=== block 1 ===
Fig. 1: block 1, the metal 3 layer
Scale bar: 20 um.
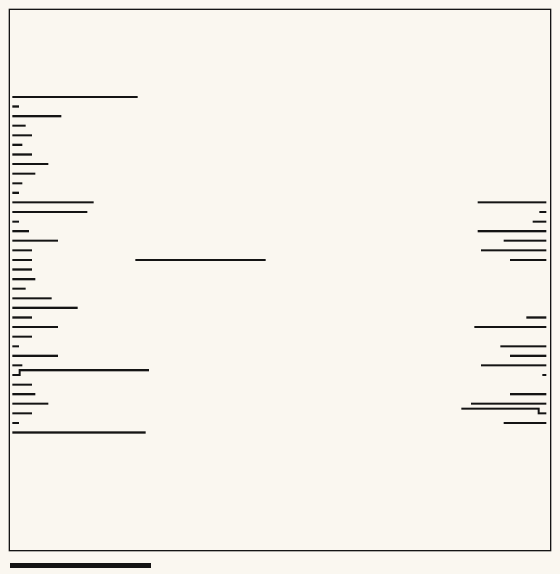

`config.mk`:
```
export PLATFORM = sky130hd
export DESIGN_NAME = switch_out_arbiter_flat
export DESIGN_NICKNAME = d
export VERILOG_FILES = /design/src/rtl/switch_out_arbiter_if.sv /design/src/rtl/switch_out_arbiter.sv /design/src/flat_wrapper.sv
export SDC_FILE = /design/constraint.sdc
export NUM_CORES = 1
export LEC_CHECK = 0
export ABC_CLOCK_PERIOD_IN_PS = 3900
export CAP_MARGIN = 40
export CORE_UTILIZATION = 30
export CTS_CLUSTER_DIAMETER = 80
export CTS_CLUSTER_SIZE = 40
export DETAILED_ROUTE_END_ITERATION = 8
export PLACE_DENSITY_LB_ADDON = 0.25
export SETUP_SLACK_MARGIN = 0.15
export SYNTH_ARGS = -nofsm -noshare
export SYNTH_HDL_FRONTEND = slang
export SYNTH_SLANG_ARGS = --single-unit
```
`constraint.sdc`:
```
create_clock -name clk -period 3.9 [get_ports clk]
set_input_delay 0.39 -clock clk [delete_from_list [all_inputs] [get_ports clk]]
set_output_delay 0.39 -clock clk [all_outputs]
set_load 0.01 [all_outputs]
```
`src/rtl/switch_out_arbiter_if.sv`:
```
// switch_out_arbiter_if: request/data bus between the switch ingress ports
// and one output arbiter, plus the egress valid/ready handshake.
//   port_req  : per-port request, bit i from ingress port i
//   pkt_dst   : per-port head-packet target, slice i = [i*ADDR_WIDTH +: ADDR_WIDTH]
//   pkt_data  : per-port head packet, slice i = [i*PACKET_WIDTH +: PACKET_WIDTH]
//   out_ready : downstream accepts data_out this cycle
//   grant     : one-hot single-cycle grant back to the ports
//   valid_out : data_out holds a packet
//   data_out  : captured packet
// master = port/downstream side, slave = arbiter side.
interface switch_out_arbiter_if #(
  parameter int NUM_PORTS    = 4,
  parameter int ADDR_WIDTH   = 4,
  parameter int PACKET_WIDTH = 16
);
  logic [NUM_PORTS-1:0]              port_req;
  logic [NUM_PORTS*ADDR_WIDTH-1:0]   pkt_dst;
  logic [NUM_PORTS*PACKET_WIDTH-1:0] pkt_data;
  logic                              out_ready;
  logic [NUM_PORTS-1:0]              grant;
  logic                              valid_out;
  logic [PACKET_WIDTH-1:0]           data_out;

  modport master (
    output port_req, pkt_dst, pkt_data, out_ready,
    input  grant, valid_out, data_out
  );

  modport slave (
    input  port_req, pkt_dst, pkt_data, out_ready,
    output grant, valid_out, data_out
  );
endinterface

```
`src/rtl/switch_out_arbiter.sv`:
```
// switch_out_arbiter: per-output round-robin arbiter and single-entry egress
// register. Picks one ingress port whose head packet targets DEST_ADDR,
// issues a one-cycle grant, and captures that packet into data_out.
// Ports:
//   clk    : clock
//   rst_n  : asynchronous active-low reset
//   bus    : switch_out_arbiter_if.slave (port_req, pkt_dst, pkt_data,
//            out_ready in; grant, valid_out, data_out out)
//   pkt_cnt: delivered-packet counter, present only when SWITCH_OUT_PKT_CNT_EN
//            is defined
// Optional feature macro: SWITCH_OUT_PKT_CNT_EN
//
// state | meaning
// ARB   | wait for an eligible request with a free output slot, pick winner
// GRANT | grant pulse to winner; capture its packet if it still requests
// GAP   | dead cycle; the granted port's request is still visible here
module switch_out_arbiter #(
  parameter int              NUM_PORTS    = 4,
  parameter int              ADDR_WIDTH   = 4,
  parameter int              PACKET_WIDTH = 16,
  parameter logic [ADDR_WIDTH-1:0] DEST_ADDR = 4'h1
) (
  input  logic                 clk,
  input  logic                 rst_n,
  switch_out_arbiter_if.slave  bus
`ifdef SWITCH_OUT_PKT_CNT_EN
  ,
  output logic [15:0]          pkt_cnt
`endif
);

  typedef enum logic [1:0] {ARB, GRANT, GAP} state_t;

  state_t                  state;
  logic [1:0]              rr_ptr;
  logic [1:0]              winner;
  logic [NUM_PORTS-1:0]    grant_q;
  logic                    valid_q;
  logic [PACKET_WIDTH-1:0] data_q;

  logic [ADDR_WIDTH-1:0]   dst_a  [NUM_PORTS];
  logic [PACKET_WIDTH-1:0] data_a [NUM_PORTS];
  logic [NUM_PORTS-1:0]    elig;
  logic [1:0]              pick;
  logic                    slot_free;

  always_comb begin
    for (int i = 0; i < NUM_PORTS; i++) begin
      dst_a[i]  = bus.pkt_dst[i*ADDR_WIDTH +: ADDR_WIDTH];
      data_a[i] = bus.pkt_data[i*PACKET_WIDTH +: PACKET_WIDTH];
      elig[i]   = bus.port_req[i] && (dst_a[i] == DEST_ADDR);
    end
  end

  assign slot_free = !valid_q || bus.out_ready;

  // Round-robin search starting at rr_ptr; 2-bit index wraps naturally.
  always_comb begin
    logic       found;
    logic [1:0] idx;
    pick  = 2'd0;
    found = 1'b0;
    idx   = 2'd0;
    for (int k = 0; k < NUM_PORTS; k++) begin
      idx = rr_ptr + 2'(k);
      if (!found && elig[idx]) begin
        pick  = idx;
        found = 1'b1;
      end
    end
  end

  always_ff @(posedge clk or negedge rst_n) begin
    if (!rst_n) begin
      state   <= ARB;
      rr_ptr  <= 2'd0;
      winner  <= 2'd0;
      grant_q <= '0;
      valid_q <= 1'b0;
      data_q  <= '0;
    end else begin
      // Delivery clears valid; a capture in GRANT below overrides it.
      if (valid_q && bus.out_ready) valid_q <= 1'b0;

      case (state)
        ARB: begin
          if (|elig && slot_free) begin
            winner  <= pick;
            grant_q <= NUM_PORTS'(1) << pick;
            state   <= GRANT;
          end
        end
        GRANT: begin
          grant_q <= '0;
          // Port withdrew its request during the grant: abort, no capture.
          if (bus.port_req[winner]) begin
            data_q  <= data_a[winner];
            valid_q <= 1'b1;
            rr_ptr  <= winner + 2'd1;
          end
          state <= GAP;
        end
        GAP: state <= ARB;
        default: begin
          grant_q <= '0;
          state   <= ARB;
        end
      endcase
    end
  end

  assign bus.grant     = grant_q;
  assign bus.valid_out = valid_q;
  assign bus.data_out  = data_q;

`ifdef SWITCH_OUT_PKT_CNT_EN
  always_ff @(posedge clk or negedge rst_n) begin
    if (!rst_n)                         pkt_cnt <= 16'd0;
    else if (valid_q && bus.out_ready)  pkt_cnt <= pkt_cnt + 16'd1;
  end
`endif

endmodule

```
`src/flat_wrapper.sv`:
```
// flat-port wrapper written by rule: the top's interface ports become plain ports
module switch_out_arbiter_flat 
#(
  parameter int              NUM_PORTS    = 4,
  parameter int              ADDR_WIDTH   = 4,
  parameter int              PACKET_WIDTH = 16,
  parameter logic [ADDR_WIDTH-1:0] DEST_ADDR = 4'h1
)
  (clk, rst_n, bus_port_req, bus_pkt_dst, bus_pkt_data, bus_out_ready, bus_grant, bus_valid_out, bus_data_out);
  switch_out_arbiter_if #(.NUM_PORTS(NUM_PORTS), .ADDR_WIDTH(ADDR_WIDTH), .PACKET_WIDTH(PACKET_WIDTH)) bus_i ();
  input  logic clk;
  input  logic rst_n;
  input wire logic [$bits(bus_i.port_req)-1:0] bus_port_req;
  input wire logic [$bits(bus_i.pkt_dst)-1:0] bus_pkt_dst;
  input wire logic [$bits(bus_i.pkt_data)-1:0] bus_pkt_data;
  input wire logic [$bits(bus_i.out_ready)-1:0] bus_out_ready;
  output wire logic [$bits(bus_i.grant)-1:0] bus_grant;
  output wire logic [$bits(bus_i.valid_out)-1:0] bus_valid_out;
  output wire logic [$bits(bus_i.data_out)-1:0] bus_data_out;
  assign bus_i.port_req = bus_port_req;
  assign bus_i.pkt_dst = bus_pkt_dst;
  assign bus_i.pkt_data = bus_pkt_data;
  assign bus_i.out_ready = bus_out_ready;
  assign bus_grant = bus_i.grant;
  assign bus_valid_out = bus_i.valid_out;
  assign bus_data_out = bus_i.data_out;
  switch_out_arbiter #(.NUM_PORTS(NUM_PORTS), .ADDR_WIDTH(ADDR_WIDTH), .PACKET_WIDTH(PACKET_WIDTH), .DEST_ADDR(DEST_ADDR)) u_core (.clk(clk), .rst_n(rst_n), .bus(bus_i));
endmodule
```
=== block 2 ===
[src/rtl/enemy_hit_detector.sv]
// enemy_hit_detector: scans snapshotted enemy slots one per clock and reports the lowest-index bullet hit
module enemy_hit_detector #(
    parameter int NUM_PLANES = 10,
    parameter int COORD_W    = 8,
    parameter int SPRITE_W   = 5,
    parameter int SPRITE_H   = 5
) (
    input  logic                            clk,
    input  logic                            reset,
    input  logic                            check_req,
    input  logic                            bullet_valid,
    input  logic [COORD_W-1:0]              bullet_x,
    input  logic [COORD_W-1:0]              bullet_y,
    input  logic [NUM_PLANES-1:0]           enemy_active,
    input  logic [NUM_PLANES*COORD_W-1:0]   enemy_x,
    input  logic [NUM_PLANES*COORD_W-1:0]   enemy_y,
    output logic                            busy,
    output logic                            done,
    output logic                            hit,
    output logic [NUM_PLANES-1:0]           destroyed,
    output logic                            bullet_clear,
    output logic [7:0]                      hit_count
);
    typedef enum logic [1:0] {IDLE, SCAN, REPORT} state_t;
    localparam int IW = NUM_PLANES > 1 ? $clog2(NUM_PLANES) : 1;
    state_t state, state_nx;
    logic [IW-1:0] idx, hit_idx, hit_idx_nx;
    logic found, found_nx, snap_valid, slot_hit, last, report_nx;
    logic [COORD_W-1:0] snap_bx, snap_by;
    logic [NUM_PLANES-1:0] snap_active;
    logic [NUM_PLANES-1:0][COORD_W-1:0] snap_x, snap_y;
    logic [COORD_W:0] x_hi, y_hi;
    // sprite extents are one bit wider so sprites near the right/bottom edge never wrap
    always_comb begin
        x_hi = {1'b0, snap_x[idx]} + (COORD_W+1)'(SPRITE_W - 1);
        y_hi = {1'b0, snap_y[idx]} + (COORD_W+1)'(SPRITE_H - 1);
        slot_hit = state == SCAN && snap_valid && snap_active[idx] && !found &&
                   snap_bx >= snap_x[idx] && {1'b0, snap_bx} <= x_hi &&
                   snap_by >= snap_y[idx] && {1'b0, snap_by} <= y_hi;
        last = idx == IW'(NUM_PLANES - 1);
        found_nx = found || slot_hit;
        hit_idx_nx = slot_hit ? idx : hit_idx;
        report_nx = state == SCAN && last;
        state_nx = state == IDLE ? (check_req ? SCAN : IDLE) :
                   state == SCAN ? (last ? REPORT : SCAN) : IDLE;
    end
    always_ff @(posedge clk) begin
        if (reset) state <= IDLE;
        else state <= state_nx;
    end
    always_ff @(posedge clk) begin
        if (state == IDLE && check_req) begin
            snap_valid <= bullet_valid;
            snap_bx <= bullet_x;
            snap_by <= bullet_y;
            snap_active <= enemy_active;
            snap_x <= enemy_x;
            snap_y <= enemy_y;
        end
    end
    always_ff @(posedge clk) begin
        if (reset) begin
            busy <= 1'b0;
            done <= 1'b0;
            hit <= 1'b0;
            destroyed <= '0;
            bullet_clear <= 1'b0;
            hit_count <= 8'd0;
            found <= 1'b0;
            idx <= '0;
            hit_idx <= '0;
        end else begin
            busy <= state_nx != IDLE;
            done <= report_nx;
            hit <= report_nx && found_nx;
            bullet_clear <= report_nx && found_nx;
            destroyed <= report_nx && found_nx ? NUM_PLANES'(1) << hit_idx_nx : '0;
            if (report_nx && found_nx && hit_count != 8'hFF) hit_count <= hit_count + 8'd1;
            if (state == IDLE && check_req) begin
                found <= 1'b0;
                idx <= '0;
            end
            if (state == SCAN) begin
                idx <= idx + 1'b1;
                found <= found_nx;
                hit_idx <= hit_idx_nx;
            end
        end
    end
endmodule

[config.mk]
export PLATFORM = sky130hd
export DESIGN_NAME = enemy_hit_detector
export DESIGN_NICKNAME = d
export VERILOG_FILES = /design/src/rtl/enemy_hit_detector.sv
export SDC_FILE = /design/constraint.sdc
export NUM_CORES = 1
export LEC_CHECK = 0
export ABC_AREA = 1
export CAP_MARGIN = 20
export CORE_ASPECT_RATIO = 1.2
export CORE_MARGIN = 2
export CORE_UTILIZATION = 48
export CTS_CLUSTER_DIAMETER = 60
export CTS_CLUSTER_SIZE = 12
export DETAILED_ROUTE_END_ITERATION = 6
export GPL_TIMING_DRIVEN = 0
export PLACE_DENSITY = 0.76
export SKIP_LAST_GASP = 1
export SLEW_MARGIN = 20
export SYNTH_ARGS = -nofsm -noshare
export SYNTH_HDL_FRONTEND = slang
export SYNTH_SLANG_ARGS = --single-unit
[constraint.sdc]
create_clock -name clk -period 30.6 [get_ports clk]
set_input_delay 4.59 -clock clk [delete_from_list [all_inputs] [get_ports clk]]
set_output_delay 4.59 -clock clk [all_outputs]
set_load 0.02 [all_outputs]
Fig. 2: block 1, gate families picked out
Scale bar: 20 um.
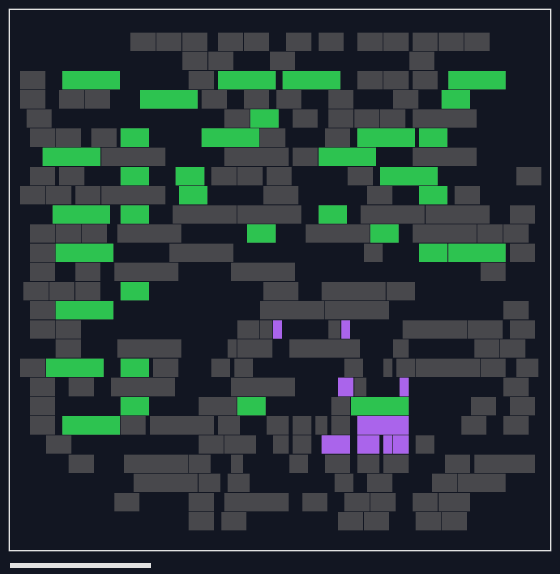
[multiplexers] green | cells: 34
[NAND gates] purple | cells: 9

Fig. 3: block 1, cell outlines without signal wires
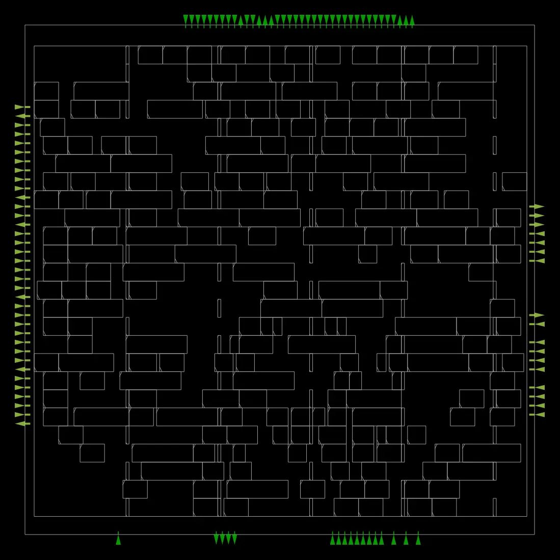
# rows: 26
Final Non-Filler Cells: 288

Notes on Fig. 1 above:
main direction: horizontal
wire length on this layer: 296 um

==> out/metrics.csv, block 1 <==
stage;metric;value;unit
floorplanning;Core ar.;5238;um^2
finish;Leading cell kind;buffers;
detailed_routing;Metal-1 WL;1650;um
detailed_routing;Starting DRT DRC Count;38;
worst_setup_path;worst r2r path cells;3;
finish;post-layout net count;306;
logic_synthesis;Syn Std Cell Area;1669;um^2
cts;Clock Pin Slew Worst Setup and Hold Paths;0.10;ns
cts;post-CTS setup buffers;0;
finish;synth-to-layout area growth;71.81;%
timing;Slew headroom;0.4852;
logic_synthesis;adder share;0;
run_status;status;complete, no violations;
worst_setup_path;CP peak stage delay;0.59;ns
global_route;largest net degree at the start of global routing;21;
finish;Reg area;675.6;um^2
power;leakage;1.098;nW
finish;clk_buf instances;3;
finish;share of post-route cells with drive strength above 1;0.2385;
timing;final hold slack;0.4980;ns
timing;max-slew violations;0;
hold_path;Min-Delay Startpoint;u_core.bus.grant[2];
flow_run;tool warnings;26;
finish;Seq area share;0.2356;
hold_path;hold path cells;1;
-- block 1: power breakdown --
| part | total (mW) | internal (mW) | switching (mW) |
|---|---|---|---|
| registers | 0.439 | 0.379 | 0.0591 |
| logic | 0.516 | 0.349 | 0.168 |
| clock network | 0.164 | 0.0725 | 0.0916 |
-- block 1: synthesized netlist by cell type (2+ instances only) --
cell and count:
nand2_1 4, buf_4 2, dfrtp_1 27, buf_6 2, a22o_1 2, mux4_2 17, a21o_1 2, o2bb2ai_1 2
nor4b_1 2, nor3b_2 2, mux2_2 16, o21ai_0 4
Fig. 4: block 2, nets reached from selected ports
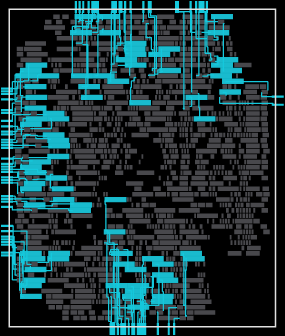
[`enemy_x`] cyan | bits: 80 | direction: input | edge: 34 west, 26 north, 18 south, 2 east | end cells: 80 | buffers: 80 | wire: 2320 um

==> out/metrics.csv, block 2 <==
stage;metric;value;unit
run_status;status;complete, no violations;
detailed_routing;ANT nets after route;0;
timing;min Tclk post-route;6.152;ns
worst_setup_path;kind of cell adding the most delay to the critical path;buffers and inverters;
cts;post_cts resized;0;
global_route;grt ovf;0;
power;Power Density;53.66;nW/um^2
detailed_routing;final wirelength;23890;um
detailed_routing;DR top layer;met4;
worst_setup_path;flop-to-flop setup slack;26.12;ns
floorplanning;die span in y;159.8;um
hold_path;worst hold path class;reg -> reg;
logic_synthesis;Async S/R FF share, synth;0;
logic_synthesis;Mean Syn Cell Area;10.75;um^2
flow_run;Max-Cap Viols;0;
## block 2: final cells by class
type	instances	area share
Inverter	102	0.02985
Antenna cell	2	0.0003851
Sequential cell	219	0.4814
Clock inverter	2	0.001059
Clock buffer	38	0.04862
Buffer	39	0.02022
Multi-Input combinational cell	543	0.2160
Tap cell	265	0.02552
Timing Repair Buffer	218	0.1770
## block 2: flip-flops by register name (all words and copies together), names as in the netlist
register	cells
done	1
snap_y	80
idx	4
state	2
snap_active	10
hit_count	8
snap_valid	1
bullet_clear	1
found	1
snap_bx	8
snap_by	8
busy	1
snap_x	80
destroyed	10
hit_idx	4

==> layout pictures side by side <==
Cell area per tile.
picture 1
The die is cut into 13 by 16 equal tiles; black is low, pale yellow is high, 0 to 100% covered.
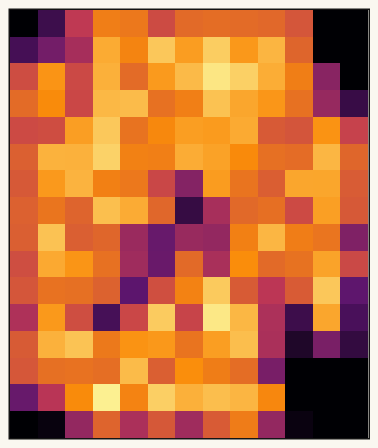
picture 2
The die is cut into 8 by 8 equal tiles; black is low, pale yellow is high, 0 to 100% covered.
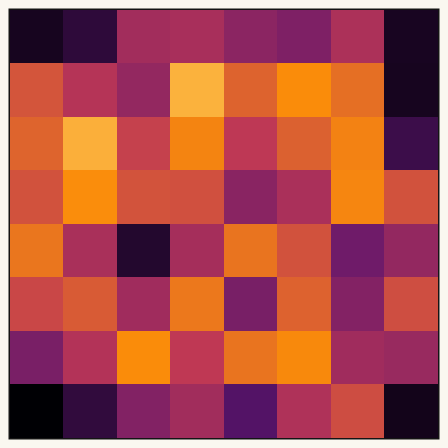
The one with the highest utilization is picture 1.
For block 2, see picture 1.
For block 1, see picture 2.

Key to picture 1:
fullest tile: 97%
emptiest ninth of the die: south-east
tiles over 75% full: 31%


No activity file was given, so power comes from the tool's default toggle rates.
